=== action_scheduler ===
**action_scheduler: gate-type map**

Scale: 4 px per micron.
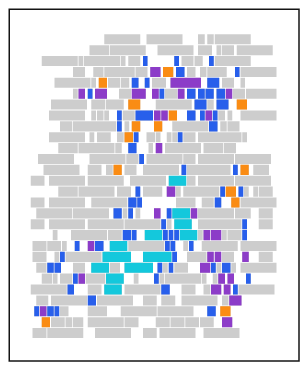

$ cat src/rtl/tamagotchi_pkg.sv
// Shared definitions for the tamagotchi control path: action indices and
// scheduler state encoding.
package tamagotchi_pkg;

    localparam int unsigned ACT_W   = 3;
    localparam int unsigned NUM_ACT = 5;

    localparam logic [ACT_W-1:0] ACT_SALUD     = 3'd0;
    localparam logic [ACT_W-1:0] ACT_HAMBRE    = 3'd1;
    localparam logic [ACT_W-1:0] ACT_DIVERSION = 3'd2;
    localparam logic [ACT_W-1:0] ACT_ENERGIA   = 3'd3;
    localparam logic [ACT_W-1:0] ACT_TEST      = 3'd4;

    typedef enum logic [1:0] {
        StIdle,
        StGrant,
        StCool
    } sched_state_e;

endpackage

$ cat src/rtl/req_sync_edge.sv
// Two-flop synchronizer followed by a rising-edge detector, one lane per bit.
module req_sync_edge #(
    parameter int unsigned Width = 5
) (
    input  logic             clk_i,
    input  logic             rst_ni,
    input  logic [Width-1:0] d_i,
    output logic [Width-1:0] rise_o
);

    logic [Width-1:0] sync1_q;
    logic [Width-1:0] sync2_q;
    logic [Width-1:0] prev_q;

    always_ff @(posedge clk_i or negedge rst_ni) begin
        if (!rst_ni) begin
            sync1_q <= '0;
            sync2_q <= '0;
            prev_q  <= '0;
        end else begin
            sync1_q <= d_i;
            sync2_q <= sync1_q;
            prev_q  <= sync2_q;
        end
    end

    assign rise_o = sync2_q & ~prev_q;

endmodule

$ cat src/rtl/action_scheduler.sv
// Serializes latched stimulus requests into one valid/ack action stream with
// test-first priority, round-robin among the rest, and post-action cooldown.
module action_scheduler
    import tamagotchi_pkg::*;
#(
    parameter int unsigned COOLDOWN = 50_000_000,
    parameter int unsigned DROP_W   = 8
) (
    input  logic               clk_i,
    input  logic               rst_ni,
    input  logic [4:0]         req_i,
    input  logic               lcd_busy_i,
    input  logic               act_ack_i,
    output logic               act_valid_o,
    output logic [ACT_W-1:0]   act_id_o,
    output logic [NUM_ACT-1:0] pending_o,
    output logic [DROP_W-1:0]  drop_cnt_o
);

    localparam int unsigned CntW = (COOLDOWN == 0) ? 1 : $clog2(COOLDOWN + 1);
    localparam logic [CntW-1:0] CntInit = (COOLDOWN == 0) ? '0 : CntW'(COOLDOWN - 1);

    logic [NUM_ACT-1:0] rise;
    logic [NUM_ACT-1:0] pending_q, pending_d;
    logic [NUM_ACT-1:0] clr_mask;
    logic [NUM_ACT-1:0] drops;
    logic [DROP_W-1:0]  drop_q, drop_d;
    logic [DROP_W+2:0]  drop_sum;
    logic [2:0]         n_drop;
    logic               ack_fire;

    sched_state_e       state_q;
    logic               act_valid_q;
    logic [ACT_W-1:0]   act_id_q;
    logic [1:0]         rr_ptr_q;
    logic [CntW-1:0]    cnt_q;

    logic [ACT_W-1:0]   win_id;
    logic [1:0]         idx;
    logic               found;

    req_sync_edge #(
        .Width (NUM_ACT)
    ) u_req_sync_edge (
        .clk_i  (clk_i),
        .rst_ni (rst_ni),
        .d_i    (req_i),
        .rise_o (rise)
    );

    assign ack_fire = (state_q == StGrant) && act_ack_i;
    assign clr_mask = ack_fire ? (NUM_ACT'(1) << act_id_q) : '0;

    // A new edge on the bit being acked re-arms it rather than counting as a drop.
    always_comb begin
        pending_d = (pending_q & ~clr_mask) | rise;
        drops     = rise & pending_q & ~clr_mask;
        n_drop    = '0;
        for (int i = 0; i < NUM_ACT; i++) begin
            n_drop = n_drop + 3'(drops[i]);
        end
        drop_sum = {3'b000, drop_q} + (DROP_W + 3)'(n_drop);
        drop_d   = (drop_sum[DROP_W+2:DROP_W] != '0) ? '1 : drop_sum[DROP_W-1:0];
    end

    always_ff @(posedge clk_i or negedge rst_ni) begin
        if (!rst_ni) begin
            pending_q <= '0;
            drop_q    <= '0;
        end else begin
            pending_q <= pending_d;
            drop_q    <= drop_d;
        end
    end

    // Test request wins outright; otherwise first pending bit at or above rr_ptr.
    always_comb begin
        win_id = ACT_TEST;
        found  = 1'b0;
        idx    = '0;
        if (!pending_q[ACT_TEST]) begin
            for (int k = 0; k < 4; k++) begin
                idx = rr_ptr_q + 2'(k);
                if (!found && pending_q[idx]) begin
                    found  = 1'b1;
                    win_id = {1'b0, idx};
                end
            end
        end
    end

    always_ff @(posedge clk_i or negedge rst_ni) begin
        if (!rst_ni) begin
            state_q     <= StIdle;
            act_valid_q <= 1'b0;
            act_id_q    <= '0;
            rr_ptr_q    <= '0;
            cnt_q       <= '0;
        end else begin
            unique case (state_q)
                StIdle: begin
                    if (!lcd_busy_i && (pending_q != '0)) begin
                        state_q     <= StGrant;
                        act_valid_q <= 1'b1;
                        act_id_q    <= win_id;
                    end
                end
                StGrant: begin
                    if (act_ack_i) begin
                        act_valid_q <= 1'b0;
                        if (act_id_q != ACT_TEST) begin
                            rr_ptr_q <= act_id_q[1:0] + 2'd1;
                        end
                        if (COOLDOWN == 0) begin
                            state_q <= StIdle;
                        end else begin
                            state_q <= StCool;
                            cnt_q   <= CntInit;
                        end
                    end
                end
                StCool: begin
                    if (cnt_q == '0) begin
                        state_q <= StIdle;
                    end else begin
                        cnt_q <= cnt_q - CntW'(1);
                    end
                end
                default: state_q <= StIdle;
            endcase
        end
    end

    assign act_valid_o = act_valid_q;
    assign act_id_o    = act_id_q;
    assign pending_o   = pending_q;
    assign drop_cnt_o  = drop_q;

endmodule

$ cat config.mk
export PLATFORM = sky130hd
export DESIGN_NAME = action_scheduler
export DESIGN_NICKNAME = d
export VERILOG_FILES = /design/src/rtl/tamagotchi_pkg.sv /design/src/rtl/req_sync_edge.sv /design/src/rtl/action_scheduler.sv
export SDC_FILE = /design/constraint.sdc
export NUM_CORES = 1
export LEC_CHECK = 0
export ABC_AREA = 0
export CORE_ASPECT_RATIO = 1.25
export CORE_MARGIN = 5
export CORE_UTILIZATION = 62
export CTS_CLUSTER_SIZE = 12
export DETAILED_ROUTE_END_ITERATION = 10
export PLACE_DENSITY = 0.85
export SETUP_SLACK_MARGIN = 0.5
export SLEW_MARGIN = 20
export SYNTH_ARGS = -nofsm -noshare
export SYNTH_HDL_FRONTEND = slang
export SYNTH_SLANG_ARGS = --single-unit
$ cat constraint.sdc
create_clock -name clk_i -period 7 [get_ports clk_i]
set_clock_uncertainty 0.2 [all_clocks]
set_input_delay 0.7 -clock clk_i [delete_from_list [all_inputs] [get_ports clk_i]]
set_output_delay 0.7 -clock clk_i [all_outputs]
set_load 0.03 [all_outputs]
=== seg7_scan_ctrl_flat ===
--- src/rtl/seg7_scan_ctrl_if.sv ---
// Bundles the digit write port and the display pin outputs of the 7-segment scan controller.
// Pure wiring: no latency of its own.
// No backpressure: writes are always accepted, and the outputs are free-running pin drives.
interface seg7_scan_ctrl_if;
    logic       enable;
    logic [7:0] en_mask;
    logic       wr_en;
    logic [2:0] wr_addr;
    logic [3:0] wr_data;
    logic       wr_dp;
    logic [7:0] seg;
    logic [7:0] an;
    logic [2:0] scan_idx;
    logic       frame_tick;

    // Driver side: owns enable/mask/write port and observes the pins.
    modport master (
        output enable, en_mask, wr_en, wr_addr, wr_data, wr_dp,
        input  seg, an, scan_idx, frame_tick
    );

    // Controller side.
    modport slave (
        input  enable, en_mask, wr_en, wr_addr, wr_data, wr_dp,
        output seg, an, scan_idx, frame_tick
    );
endinterface

--- src/rtl/seg7_scan_ctrl.sv ---
// Time-multiplexed scan of an 8-digit common-anode display, with dead-time blanking at each slot start.
// Latency: SEG/AN are registered one cycle after the cnt/idx/digit state they reflect.
// No backpressure: one digit write per cycle is always accepted, and ENABLE=0 freezes the scan and blanks the pins.
module seg7_scan_ctrl #(
    parameter int DIV   = 100000,
    parameter int BLANK = 1000,
    parameter int CNT_W = 17
) (
    input  logic             i_clk,
    input  logic             i_rst_n,
    seg7_scan_ctrl_if.slave  bus
);
    localparam logic [CNT_W-1:0] LP_LAST  = CNT_W'(DIV - 1);
    localparam logic [CNT_W-1:0] LP_BLANK = CNT_W'(BLANK);

    logic [CNT_W-1:0] r_cnt;
    logic [2:0]       r_idx;
    logic             r_tick;
    logic [3:0]       r_dig [8];
    logic [7:0]       r_dp;
    logic [7:0]       r_an;
    logic [7:0]       r_seg;

    logic             w_last;
    logic             w_in_blank;
    logic             w_lit;
    logic [3:0]       w_cur_dig;
    logic [6:0]       w_hex;
    logic [7:0]       w_an_sel;

    assign w_last     = (r_cnt == LP_LAST);
    // With BLANK=0 the compare is never true, so slots are lit from their first cycle.
    assign w_in_blank = (r_cnt < LP_BLANK);
    assign w_lit      = bus.enable && !w_in_blank && bus.en_mask[r_idx];
    assign w_cur_dig  = r_dig[r_idx];
    // The shift yields exactly one low bit, so AN can never select two digits.
    assign w_an_sel   = ~(8'b0000_0001 << r_idx);

    // Hex-to-segment decode, active-low, bit order g..a.
    always_comb begin
        w_hex = 7'h7F;
        case (w_cur_dig)
            4'h0: w_hex = 7'h40;
            4'h1: w_hex = 7'h79;
            4'h2: w_hex = 7'h24;
            4'h3: w_hex = 7'h30;
            4'h4: w_hex = 7'h19;
            4'h5: w_hex = 7'h12;
            4'h6: w_hex = 7'h02;
            4'h7: w_hex = 7'h78;
            4'h8: w_hex = 7'h00;
            4'h9: w_hex = 7'h18;
            4'hA: w_hex = 7'h08;
            4'hB: w_hex = 7'h03;
            4'hC: w_hex = 7'h46;
            4'hD: w_hex = 7'h21;
            4'hE: w_hex = 7'h06;
            4'hF: w_hex = 7'h0E;
            default: w_hex = 7'h7F;
        endcase
    end

    // Slot prescaler and digit index; both freeze while disabled, and the frame tick marks the 7->0 wrap.
    always_ff @(posedge i_clk or negedge i_rst_n) begin
        if (!i_rst_n) begin
            r_cnt  <= '0;
            r_idx  <= 3'd0;
            r_tick <= 1'b0;
        end else if (bus.enable) begin
            if (w_last) begin
                r_cnt  <= '0;
                r_idx  <= r_idx + 3'd1;
                r_tick <= (r_idx == 3'd7);
            end else begin
                r_cnt  <= r_cnt + 1'b1;
                r_tick <= 1'b0;
            end
        end else begin
            r_tick <= 1'b0;
        end
    end

    // Digit and decimal-point storage; the write lands on the edge, so the display picks it up one cycle later.
    always_ff @(posedge i_clk or negedge i_rst_n) begin
        if (!i_rst_n) begin
            for (int i = 0; i < 8; i++) begin
                r_dig[i] <= 4'h0;
            end
            r_dp <= 8'h00;
        end else if (bus.wr_en) begin
            r_dig[bus.wr_addr] <= bus.wr_data;
            r_dp[bus.wr_addr]  <= bus.wr_dp;
        end
    end

    // Registered pin drive: blank when disabled, during dead time, or when the digit is masked.
    always_ff @(posedge i_clk or negedge i_rst_n) begin
        if (!i_rst_n) begin
            r_an  <= 8'hFF;
            r_seg <= 8'hFF;
        end else if (w_lit) begin
            r_an  <= w_an_sel;
            r_seg <= {~r_dp[r_idx], w_hex};
        end else begin
            r_an  <= 8'hFF;
            r_seg <= 8'hFF;
        end
    end

    assign bus.an         = r_an;
    assign bus.seg        = r_seg;
    assign bus.scan_idx   = r_idx;
    assign bus.frame_tick = r_tick;
endmodule
--- src/flat_wrapper.sv ---
// flat-port wrapper written by rule: the top's interface ports become plain ports
module seg7_scan_ctrl_flat 
#(
    parameter int DIV   = 100000,
    parameter int BLANK = 1000,
    parameter int CNT_W = 17
)
  (i_clk, i_rst_n, bus_enable, bus_en_mask, bus_wr_en, bus_wr_addr, bus_wr_data, bus_wr_dp, bus_seg, bus_an, bus_scan_idx, bus_frame_tick);
  seg7_scan_ctrl_if bus_i ();
  input  logic i_clk;
  input  logic i_rst_n;
  input wire logic [$bits(bus_i.enable)-1:0] bus_enable;
  input wire logic [$bits(bus_i.en_mask)-1:0] bus_en_mask;
  input wire logic [$bits(bus_i.wr_en)-1:0] bus_wr_en;
  input wire logic [$bits(bus_i.wr_addr)-1:0] bus_wr_addr;
  input wire logic [$bits(bus_i.wr_data)-1:0] bus_wr_data;
  input wire logic [$bits(bus_i.wr_dp)-1:0] bus_wr_dp;
  output wire logic [$bits(bus_i.seg)-1:0] bus_seg;
  output wire logic [$bits(bus_i.an)-1:0] bus_an;
  output wire logic [$bits(bus_i.scan_idx)-1:0] bus_scan_idx;
  output wire logic [$bits(bus_i.frame_tick)-1:0] bus_frame_tick;
  assign bus_i.enable = bus_enable;
  assign bus_i.en_mask = bus_en_mask;
  assign bus_i.wr_en = bus_wr_en;
  assign bus_i.wr_addr = bus_wr_addr;
  assign bus_i.wr_data = bus_wr_data;
  assign bus_i.wr_dp = bus_wr_dp;
  assign bus_seg = bus_i.seg;
  assign bus_an = bus_i.an;
  assign bus_scan_idx = bus_i.scan_idx;
  assign bus_frame_tick = bus_i.frame_tick;
  seg7_scan_ctrl #(.DIV(DIV), .BLANK(BLANK), .CNT_W(CNT_W)) u_core (.i_clk(i_clk), .i_rst_n(i_rst_n), .bus(bus_i));
endmodule
--- config.mk ---
export PLATFORM = sky130hd
export DESIGN_NAME = seg7_scan_ctrl_flat
export DESIGN_NICKNAME = d
export VERILOG_FILES = /design/src/rtl/seg7_scan_ctrl_if.sv /design/src/rtl/seg7_scan_ctrl.sv /design/src/flat_wrapper.sv
export SDC_FILE = /design/constraint.sdc
export NUM_CORES = 1
export LEC_CHECK = 0
export CAP_MARGIN = 30
export CORE_ASPECT_RATIO = 1.5
export CORE_MARGIN = 2
export CORE_UTILIZATION = 40
export CTS_CLUSTER_DIAMETER = 60
export CTS_CLUSTER_SIZE = 20
export DETAILED_ROUTE_END_ITERATION = 6
export PLACE_DENSITY = 0.7
export SYNTH_ARGS = -nofsm -noshare
export SYNTH_HDL_FRONTEND = slang
export SYNTH_SLANG_ARGS = --single-unit
export TNS_END_PERCENT = 100
--- constraint.sdc ---
create_clock -name i_clk -period 4.2 [get_ports i_clk]
set_clock_uncertainty 0.1 [all_clocks]
set_input_delay 0.84 -clock i_clk [delete_from_list [all_inputs] [get_ports i_clk]]
set_output_delay 0.84 -clock i_clk [all_outputs]
set_load 0.01 [all_outputs]
=== paddle_collision_detector_flat ===
`src/rtl/pong_pkg.sv`:
```
// ---------------------------------------------------------------------------
// pong_pkg
//  Shared constants and types for the pong game controller and its paddle
//  collision detector: ball geometry, screen dimensions for both coordinate
//  spaces, detector state encoding and estimator widths.
// ---------------------------------------------------------------------------
package pong_pkg;

    localparam int BALL_SIZE        = 20;

    // Native camera space and the upscaled display space
    localparam int SCREEN_W_NATIVE  = 320;
    localparam int SCREEN_H_NATIVE  = 240;
    localparam int SCREEN_W_UPSCALE = 640;
    localparam int SCREEN_H_UPSCALE = 480;

    localparam int COORD_W          = 10;  // coordinate width on every bus
    localparam int EXT_W            = 11;  // one guard bit for box-edge math
    localparam int DELTA_W          = 11;  // |dx| + |dy| never exceeds 2046
    localparam int HIST_DEPTH       = 4;   // frames averaged by the estimator
    localparam int SUM_W            = 13;  // four deltas summed without overflow
    localparam int SPEED_MAX        = 1023;

    typedef enum logic [1:0] {
        DISARMED = 2'd0,
        ARMED    = 2'd1,
        HIT      = 2'd2,
        COOLDOWN = 2'd3
    } det_state_t;

    // Unsigned absolute difference of two coordinates, widened to DELTA_W
    function automatic logic [DELTA_W-1:0] abs_diff(
        input logic [COORD_W-1:0] a,
        input logic [COORD_W-1:0] b
    );
        logic [COORD_W-1:0] diff;
        diff = (a >= b) ? (a - b) : (b - a);
        return DELTA_W'(diff);
    endfunction

endpackage

```
`src/rtl/paddle_collision_detector_if.sv`:
```
// ---------------------------------------------------------------------------
// paddle_collision_detector_if
//  Link between the game controller (master) and the paddle collision
//  detector (slave).
//   ball_x, ball_y        master -> slave  ball top-left corner
//   is_ball_moving_left   master -> slave  ball direction
//   game_over             master -> slave  1 disarms the detector
//   collision_detected    slave -> master  hit indication
//   estimated_speed       slave -> master  paddle speed, px/frame
// ---------------------------------------------------------------------------
interface paddle_collision_detector_if;
    import pong_pkg::*;

    logic [COORD_W-1:0] ball_x;
    logic [COORD_W-1:0] ball_y;
    logic               is_ball_moving_left;
    logic               game_over;
    logic               collision_detected;
    logic [COORD_W-1:0] estimated_speed;

    modport master (
        output ball_x,
        output ball_y,
        output is_ball_moving_left,
        output game_over,
        input  collision_detected,
        input  estimated_speed
    );

    modport slave (
        input  ball_x,
        input  ball_y,
        input  is_ball_moving_left,
        input  game_over,
        output collision_detected,
        output estimated_speed
    );
endinterface

```
`src/rtl/paddle_speed_estimator.sv`:
```
// ---------------------------------------------------------------------------
// paddle_speed_estimator
//  Estimates paddle speed from the per-frame motion of the tracked centroid.
//  On each frame_start the Manhattan distance to the previous centroid is
//  pushed into a 4-deep history; the live estimate is the history average,
//  saturated to 10 bits. The latched centroid doubles as the paddle position
//  used by the overlap compare, so the paddle is only sampled on frame_start.
//  Ports:
//   clk_25MHZ, reset   pixel clock, synchronous active-high reset
//   frame_start        one-cycle pulse per video frame
//   paddle_valid       tracker found the paddle this frame
//   paddle_x/paddle_y  centroid from the tracker
//   prev_x/prev_y      centroid latched on the last frame_start
//   live               averaged speed, px/frame, saturated at 1023
// ---------------------------------------------------------------------------
module paddle_speed_estimator
    import pong_pkg::*;
(
    input  logic               clk_25MHZ,
    input  logic               reset,
    input  logic               frame_start,
    input  logic               paddle_valid,
    input  logic [COORD_W-1:0] paddle_x,
    input  logic [COORD_W-1:0] paddle_y,
    output logic [COORD_W-1:0] prev_x,
    output logic [COORD_W-1:0] prev_y,
    output logic [COORD_W-1:0] live
);

    logic [COORD_W-1:0] prev_x_reg;
    logic [COORD_W-1:0] prev_y_reg;
    logic               prev_valid_reg;

    logic [DELTA_W-1:0] delta;
    logic [DELTA_W-1:0] hist_tap [HIST_DEPTH];
    logic [SUM_W-1:0]   hist_sum;
    logic [SUM_W-3:0]   hist_avg;

    // A delta only means something when both this frame and the previous
    // one located the paddle; otherwise a lost frame would look like a jump.
    always_comb begin
        delta = '0;
        if (paddle_valid && prev_valid_reg) begin
            delta = abs_diff(paddle_x, prev_x_reg) + abs_diff(paddle_y, prev_y_reg);
        end
    end

    always_ff @(posedge clk_25MHZ) begin
        if (reset) begin
            prev_x_reg     <= '0;
            prev_y_reg     <= '0;
            prev_valid_reg <= 1'b0;
        end else if (frame_start) begin
            prev_x_reg     <= paddle_x;
            prev_y_reg     <= paddle_y;
            prev_valid_reg <= paddle_valid;
        end
    end

    // History shift register: entry 0 is the newest delta, the last entry
    // falls off on every frame.
    genvar gi;
    generate
        for (gi = 0; gi < HIST_DEPTH; gi++) begin : g_hist
            logic [DELTA_W-1:0] entry_reg;

            if (gi == 0) begin : g_head
                always_ff @(posedge clk_25MHZ) begin
                    if (reset) begin
                        entry_reg <= '0;
                    end else if (frame_start) begin
                        entry_reg <= delta;
                    end
                end
            end else begin : g_tail
                always_ff @(posedge clk_25MHZ) begin
                    if (reset) begin
                        entry_reg <= '0;
                    end else if (frame_start) begin
                        entry_reg <= g_hist[gi-1].entry_reg;
                    end
                end
            end

            assign hist_tap[gi] = entry_reg;
        end
    endgenerate

    always_comb begin
        hist_sum = '0;
        for (int i = 0; i < HIST_DEPTH; i++) begin
            hist_sum = hist_sum + SUM_W'(hist_tap[i]);
        end
        hist_avg = hist_sum[SUM_W-1:2];
        if (hist_avg > (SUM_W-2)'(SPEED_MAX)) begin
            live = COORD_W'(SPEED_MAX);
        end else begin
            live = hist_avg[COORD_W-1:0];
        end
    end

    assign prev_x = prev_x_reg;
    assign prev_y = prev_y_reg;

endmodule

```
`src/rtl/paddle_collision_detector.sv`:
```
// ---------------------------------------------------------------------------
// paddle_collision_detector
//  Responder side of the game controller's collision link. Compares the
//  ball box with the camera-tracked paddle box and raises
//  collision_detected while the ball travels right; reports an estimate of
//  paddle speed that is frozen for the duration of a hit and its cooldown.
//  Ports:
//   clk_25MHZ           pixel clock, the only clock
//   reset               synchronous, active-high
//   upscale             1: 640x480 space (paddle box doubled), 0: 320x240
//   paddle_x/paddle_y   paddle centroid, sampled only on frame_start
//   paddle_valid        tracker found the paddle this frame
//   frame_start         one-cycle pulse per video frame
//   game_bus            slave side of the game controller link
// ---------------------------------------------------------------------------
module paddle_collision_detector #(
    parameter int BALL_SIZE       = pong_pkg::BALL_SIZE,
    parameter int PADDLE_HALF_W   = 8,
    parameter int PADDLE_HALF_H   = 32,
    parameter int HOLD_MAX        = 1024,
    parameter int COOLDOWN_FRAMES = 8
) (
    input  logic                              clk_25MHZ,
    input  logic                              reset,
    input  logic                              upscale,
    input  logic [pong_pkg::COORD_W-1:0]      paddle_x,
    input  logic [pong_pkg::COORD_W-1:0]      paddle_y,
    input  logic                              paddle_valid,
    input  logic                              frame_start,
    paddle_collision_detector_if.slave        game_bus
);
    import pong_pkg::*;

    localparam int HOLD_W = $clog2(HOLD_MAX);
    localparam int COOL_W = $clog2(COOLDOWN_FRAMES + 1);
    localparam logic [HOLD_W-1:0] HOLD_LAST = HOLD_W'(HOLD_MAX - 1);
    localparam logic [COOL_W-1:0] COOL_DONE = COOL_W'(COOLDOWN_FRAMES);

    // ------------------------------------------------------------------
    // Speed estimator and latched paddle centroid
    // ------------------------------------------------------------------
    logic [COORD_W-1:0] live;
    logic [COORD_W-1:0] paddle_cx;
    logic [COORD_W-1:0] paddle_cy;

    paddle_speed_estimator u_speed (
        .clk_25MHZ    (clk_25MHZ),
        .reset        (reset),
        .frame_start  (frame_start),
        .paddle_valid (paddle_valid),
        .paddle_x     (paddle_x),
        .paddle_y     (paddle_y),
        .prev_x       (paddle_cx),
        .prev_y       (paddle_cy),
        .live         (live)
    );

    // ------------------------------------------------------------------
    // Overlap compare. Boxes are half-open; the guard bit keeps the right
    // and bottom edges from wrapping, and the left/top edges clamp at 0
    // instead of wrapping to a huge value near the screen origin.
    // ------------------------------------------------------------------
    logic [EXT_W-1:0] half_w;
    logic [EXT_W-1:0] half_h;
    logic [EXT_W-1:0] cx_ext;
    logic [EXT_W-1:0] cy_ext;
    logic [EXT_W-1:0] pad_left;
    logic [EXT_W-1:0] pad_right;
    logic [EXT_W-1:0] pad_top;
    logic [EXT_W-1:0] pad_bottom;
    logic [EXT_W-1:0] ball_left;
    logic [EXT_W-1:0] ball_right;
    logic [EXT_W-1:0] ball_top;
    logic [EXT_W-1:0] ball_bottom;
    logic             overlap_x;
    logic             overlap_y;
    logic             overlap;

    always_comb begin
        half_w      = EXT_W'(PADDLE_HALF_W) << upscale;
        half_h      = EXT_W'(PADDLE_HALF_H) << upscale;
        cx_ext      = EXT_W'(paddle_cx);
        cy_ext      = EXT_W'(paddle_cy);
        pad_left    = (cx_ext > half_w) ? (cx_ext - half_w) : '0;
        pad_top     = (cy_ext > half_h) ? (cy_ext - half_h) : '0;
        pad_right   = cx_ext + half_w;
        pad_bottom  = cy_ext + half_h;
        ball_left   = EXT_W'(game_bus.ball_x);
        ball_top    = EXT_W'(game_bus.ball_y);
        ball_right  = ball_left + EXT_W'(BALL_SIZE);
        ball_bottom = ball_top + EXT_W'(BALL_SIZE);
        overlap_x   = (ball_left < pad_right) && (pad_left < ball_right);
        overlap_y   = (ball_top < pad_bottom) && (pad_top < ball_bottom);
        overlap     = overlap_x && overlap_y;
    end

    // ------------------------------------------------------------------
    // Detector FSM with registered outputs
    // ------------------------------------------------------------------
    det_state_t         state_reg;
    logic               cd_reg;
    logic [COORD_W-1:0] speed_reg;
    logic [HOLD_W-1:0]  hold_cnt_reg;
    logic [COOL_W-1:0]  cool_cnt_reg;
    logic               turning_reg;   // ball reversal seen; one more cycle of cd

    always_ff @(posedge clk_25MHZ) begin
        if (reset) begin
            state_reg    <= DISARMED;
            cd_reg       <= 1'b0;
            speed_reg    <= '0;
            hold_cnt_reg <= '0;
            cool_cnt_reg <= '0;
            turning_reg  <= 1'b0;
        end else if (game_bus.game_over) begin
            // Disarm from any state, dropping cd in the same cycle
            state_reg    <= DISARMED;
            cd_reg       <= 1'b0;
            speed_reg    <= live;
            hold_cnt_reg <= '0;
            cool_cnt_reg <= '0;
            turning_reg  <= 1'b0;
        end else begin
            case (state_reg)
                DISARMED: begin
                    state_reg <= ARMED;
                    cd_reg    <= 1'b0;
                    speed_reg <= live;
                end

                ARMED: begin
                    // Level-sensitive entry: a ball already inside the
                    // paddle box when arming still counts as a hit. The
                    // speed captured here is the pre-frame_start value.
                    speed_reg <= live;
                    if (overlap && !game_bus.is_ball_moving_left) begin
                        state_reg    <= HIT;
                        cd_reg       <= 1'b1;
                        hold_cnt_reg <= '0;
                        turning_reg  <= 1'b0;
                    end else begin
                        cd_reg <= 1'b0;
                    end
                end

                HIT: begin
                    // cd stays up one cycle past the reversal so the game
                    // controller sees it from both its RIGHT and LEFT
                    // states; the hold cap covers a ball that never turns.
                    if (turning_reg || (hold_cnt_reg == HOLD_LAST)) begin
                        state_reg    <= COOLDOWN;
                        cd_reg       <= 1'b0;
                        hold_cnt_reg <= '0;
                        cool_cnt_reg <= '0;
                        turning_reg  <= 1'b0;
                    end else begin
                        cd_reg       <= 1'b1;
                        hold_cnt_reg <= hold_cnt_reg + 1'b1;
                        if (game_bus.is_ball_moving_left) begin
                            turning_reg <= 1'b1;
                        end
                    end
                end

                COOLDOWN: begin
                    cd_reg <= 1'b0;
                    if (frame_start && (cool_cnt_reg != COOL_DONE)) begin
                        cool_cnt_reg <= cool_cnt_reg + 1'b1;
                    end
                    // Re-arm only once the ball has left the paddle, so a
                    // lingering overlap cannot produce a second hit.
                    if ((cool_cnt_reg == COOL_DONE) && !overlap) begin
                        state_reg <= ARMED;
                    end
                end

                default: begin
                    state_reg <= DISARMED;
                    cd_reg    <= 1'b0;
                end
            endcase
        end
    end

    assign game_bus.collision_detected = cd_reg;
    assign game_bus.estimated_speed    = speed_reg;

endmodule

```
`src/flat_wrapper.sv`:
```
// flat-port wrapper written by rule: the top's interface ports become plain ports
module paddle_collision_detector_flat import pong_pkg::*;
#(
    parameter int BALL_SIZE       = pong_pkg::BALL_SIZE,
    parameter int PADDLE_HALF_W   = 8,
    parameter int PADDLE_HALF_H   = 32,
    parameter int HOLD_MAX        = 1024,
    parameter int COOLDOWN_FRAMES = 8
)
  (clk_25MHZ, reset, upscale, paddle_x, paddle_y, paddle_valid, frame_start, game_bus_ball_x, game_bus_ball_y, game_bus_is_ball_moving_left, game_bus_game_over, game_bus_collision_detected, game_bus_estimated_speed);
  paddle_collision_detector_if game_bus_i ();
  input  logic clk_25MHZ;
  input  logic reset;
  input  logic upscale;
  input  logic [pong_pkg::COORD_W-1:0] paddle_x;
  input  logic [pong_pkg::COORD_W-1:0] paddle_y;
  input  logic paddle_valid;
  input  logic frame_start;
  input wire logic [$bits(game_bus_i.ball_x)-1:0] game_bus_ball_x;
  input wire logic [$bits(game_bus_i.ball_y)-1:0] game_bus_ball_y;
  input wire logic [$bits(game_bus_i.is_ball_moving_left)-1:0] game_bus_is_ball_moving_left;
  input wire logic [$bits(game_bus_i.game_over)-1:0] game_bus_game_over;
  output wire logic [$bits(game_bus_i.collision_detected)-1:0] game_bus_collision_detected;
  output wire logic [$bits(game_bus_i.estimated_speed)-1:0] game_bus_estimated_speed;
  assign game_bus_i.ball_x = game_bus_ball_x;
  assign game_bus_i.ball_y = game_bus_ball_y;
  assign game_bus_i.is_ball_moving_left = game_bus_is_ball_moving_left;
  assign game_bus_i.game_over = game_bus_game_over;
  assign game_bus_collision_detected = game_bus_i.collision_detected;
  assign game_bus_estimated_speed = game_bus_i.estimated_speed;
  paddle_collision_detector #(.BALL_SIZE(BALL_SIZE), .PADDLE_HALF_W(PADDLE_HALF_W), .PADDLE_HALF_H(PADDLE_HALF_H), .HOLD_MAX(HOLD_MAX), .COOLDOWN_FRAMES(COOLDOWN_FRAMES)) u_core (.clk_25MHZ(clk_25MHZ), .reset(reset), .upscale(upscale), .paddle_x(paddle_x), .paddle_y(paddle_y), .paddle_valid(paddle_valid), .frame_start(frame_start), .game_bus(game_bus_i));
endmodule
```
`config.mk`:
```
export PLATFORM = sky130hd
export DESIGN_NAME = paddle_collision_detector_flat
export DESIGN_NICKNAME = d
export VERILOG_FILES = /design/src/rtl/pong_pkg.sv /design/src/rtl/paddle_collision_detector_if.sv /design/src/rtl/paddle_speed_estimator.sv /design/src/rtl/paddle_collision_detector.sv /design/src/flat_wrapper.sv
export SDC_FILE = /design/constraint.sdc
export NUM_CORES = 1
export LEC_CHECK = 0
export CAP_MARGIN = 20
export CORE_UTILIZATION = 35
export DETAILED_ROUTE_END_ITERATION = 10
export PLACE_DENSITY = 0.59
export SLEW_MARGIN = 20
export SYNTH_ARGS = -nofsm -noshare
export SYNTH_HDL_FRONTEND = slang
export SYNTH_SLANG_ARGS = --single-unit
```
`constraint.sdc`:
```
create_clock -name clk_25MHZ -period 6.4 [get_ports clk_25MHZ]
set_input_delay 1.28 -clock clk_25MHZ [delete_from_list [all_inputs] [get_ports clk_25MHZ]]
set_output_delay 1.28 -clock clk_25MHZ [all_outputs]
set_load 0.05 [all_outputs]
```
**seg7_scan_ctrl_flat: I/O pins on the die edge**

Scale: 3 px per micron. Pins as bars across the die edge, other pins in grey.
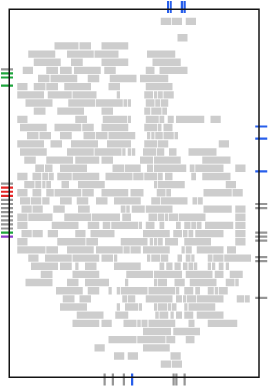
| port | colour | pins | direction | edge |
|---|---|---|---|---|
| `bus_wr_data` | green | 4 | input | west |
| `bus_wr_dp` | purple | 1 | input | west |
| `bus_wr_addr` | red | 3 | input | west |
| `bus_seg` | blue | 8 | output | 4 north, 3 east, 1 south |
all pins by edge: 18 west, 11 east, 7 south, 4 north
Die X-Extent: 82.8 microns
count of port buffers added during placement: 39
chip height: 122 microns

==> reports/qor.tcl, seg7_scan_ctrl_flat <==
set qor(clock_power_share_pct) 36.9
set qor(grt_util_overall_pct) 16.8
set qor(clkCellAreaFrac_pct) 6.63
set qor(worst_path_max_delay_cell) {sky130_fd_sc_hd__dfrtp_1}
set qor(synth.yosys.num_cells) 280
set qor(setup.worst_path.class) {reg2reg}
set qor(syn2layout_area_growth_pct) 22.7
set qor(pre_cts_setup_slack_ns) 1.30
set qor(timing.critical_path.to_type) {flip-flop}
set qor(synth_compound_gate_area_share_pct) 4.57
set qor(non_clock_buffer_count) 45
set qor(power_leakage_nw) 1.89
set qor(clock_tree_from_tritoncts) {built}
set qor(synth.top_cells.by_count) {61 x sky130_fd_sc_hd__dfrtp_1, 40 x sky130_fd_sc_hd__mux2_2, 26 x sky130_fd_sc_hd__nand2_1}
set qor(report.final.slew_viol_count) 0
set qor(synthMuxAreaShare_pct) 22.8
set qor(outcome) {completed}
set qor(synthXorXnorAreaFrac_pct) 3.06
set qor(wl_per_cell_microns) 16.8
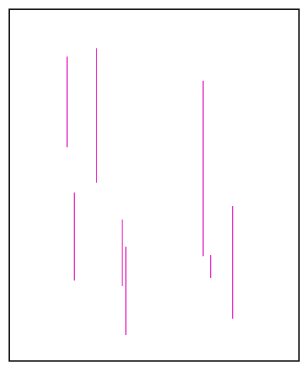
**Above:** action_scheduler (the metal 4 layer).
Scale: 4 px per micron.
nets with wire on the layer: 6
wire length on this layer: 192 microns
main direction: vertical
share of all routed wire: 3.3%
longest straight run: 43.5 microns
aggregate routed wire length: 5770 microns
via count: 2,203

Notes on 'gate-type map' of action_scheduler above:
| family | colour | cells | most used |
|---|---|---|---|
| aoi and oai cells | purple | 30 | a21oi_1 |
| fa/ha/maj cells | cyan | 12 | ha_1 |
| nand cells | blue | 70 | nand2_1 |
| and/or cells | orange | 14 | or3_1 |

==> reports/qor.tcl, action_scheduler <==
set qor(largest_register_ffs) 26
set qor(share_seq_of_total_power_pct) 39.8
set qor(numSequentialCells) 62
set qor(synthXorXnorAreaFrac_pct) 6.16
set qor(cycle_use_final_pct) 64.7
set qor(fin_ws_ns) 2.47
set qor(netlist_logic_family_top) {simple AND/OR/NAND/NOR gates}
set qor(max_slew_margin_pct) 47.2
set qor(yosysChipArea_sq_um) 2980
set qor(timing.critical_path.depth) 15
set qor(setup.worst_path.class) {in2reg}
set qor(route.met3.wl_microns) 238
set qor(grt-busiest-layer) {met2}
set qor(clock_latency_ns) 0.34
set qor(grt.met1_usage_pct) 25.9
set qor(worst_setup_path_endpoint) {drop_cnt_o[5]}
set qor(reg2regPathDepth) 14
set qor(clock-sinks) 62
set qor(final_cell_count_no_fill) 381
set qor(warning_count) 29
set qor(clkCellAreaFrac_pct) 7.63
set qor(num_rows) 28
set qor(wl_per_cell_microns) 15.1
set qor(area.combinational_sq_um) 1360
set qor(clock_tree_root_buffer_cell) {sky130_fd_sc_hd__clkbuf_8}
set qor(rr_endpoint) {drop_cnt_o[5]}
set qor(critical_path.startpoint) {act_ack_i}
set qor(pre_cts_setup_slack_ns) 2.12
set qor(outcome) {completed}
**paddle_collision_detector_flat: clock nets**

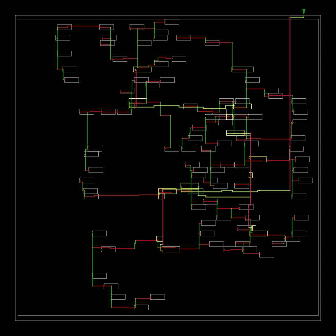
TritonCTS sink count: 93
flop count: 93
clk ins delay skew pair: 0.36 ns
worst clock skew: 0.0115 ns

**paddle_collision_detector_flat: I/O pins on the die edge**

Scale: 2 px per micron. Pins as bars across the die edge, other pins in grey.
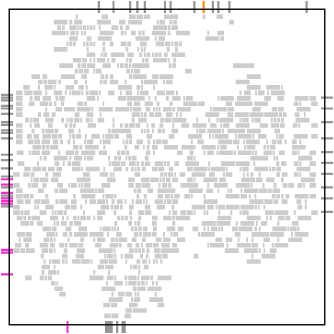
| port | colour | pins | direction | edge |
|---|---|---|---|---|
| `reset` | orange | 1 | input | north |
| `game_bus_ball_x` | magenta | 10 | input | 9 west, 1 south |
chip height: 157 microns
count of port buffers added during placement: 57
Die X-Extent: 157 microns

==> reports/qor.tcl, paddle_collision_detector_flat <==
set qor(grt_use_met3_pct) 2.51
set qor(grt_pass1_vias) 6529
set qor(fp.dieArea_sq_um) 24700
set qor(share_comb_of_total_power_pct) 36.7
set qor(reg2regPathDepth) 18
set qor(cp.required_ns) 6.64
set qor(synth.top_cells.by_count) {124 x sky130_fd_sc_hd__nor2_1, 123 x sky130_fd_sc_hd__inv_1, 115 x sky130_fd_sc_hd__ha_1}
set qor(fin_ws_ns) 0.610
set qor(crit_path_cell_trace) {clkdlybuf4s50_1 > inv_1 > ha_1 > inv_1 > fa_1 > a21o_1 > a21oi_1 > a31oi_1 > or4_1 > a31oi_2 > mux2_2 > fa_1 > a21o_1 > a21oi_1 > o21bai_1 > a21oi_1 > o21bai_1 > a21o_1 > xor2_1 > a22o_1}
set qor(share_seq_of_total_power_pct) 33.2
set qor(clk_path_buf_depth) 2
set qor(r2r_slack_ns) 1.53
set qor(pre_antenna_drt_iters) 4
set qor(synth.yosys.num_cells) 1009
set qor(postSynthSeqShare_pct) 22.1
set qor(max-cap-violations) 0
set qor(holdCritStartpoint) {u_core.turning_reg}
set qor(globalRouteMet2Util_pct) 26.9
set qor(area.combinational_sq_um) 5960
set qor(outcome) {completed}
set qor(power_leakage_nw) 4.21

==> gallery <==
Wiring by layer.
(a)
Scale: 2 px per micron. Two of the layers only.
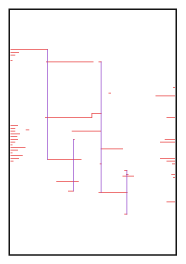
(b)
Scale: 2 px per micron. Two of the layers only.
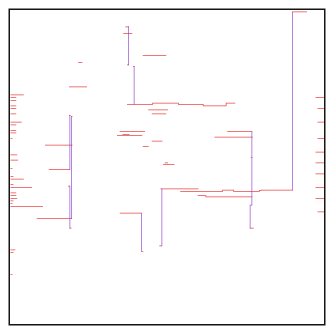
(c)
Scale: 3 px per micron. Two of the layers only.
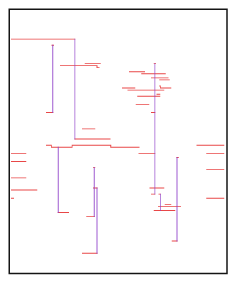
Of these, most wire: (b)
Of these, least wire: (c)
seg7_scan_ctrl_flat: (a)
paddle_collision_detector_flat: (b)
action_scheduler: (c)


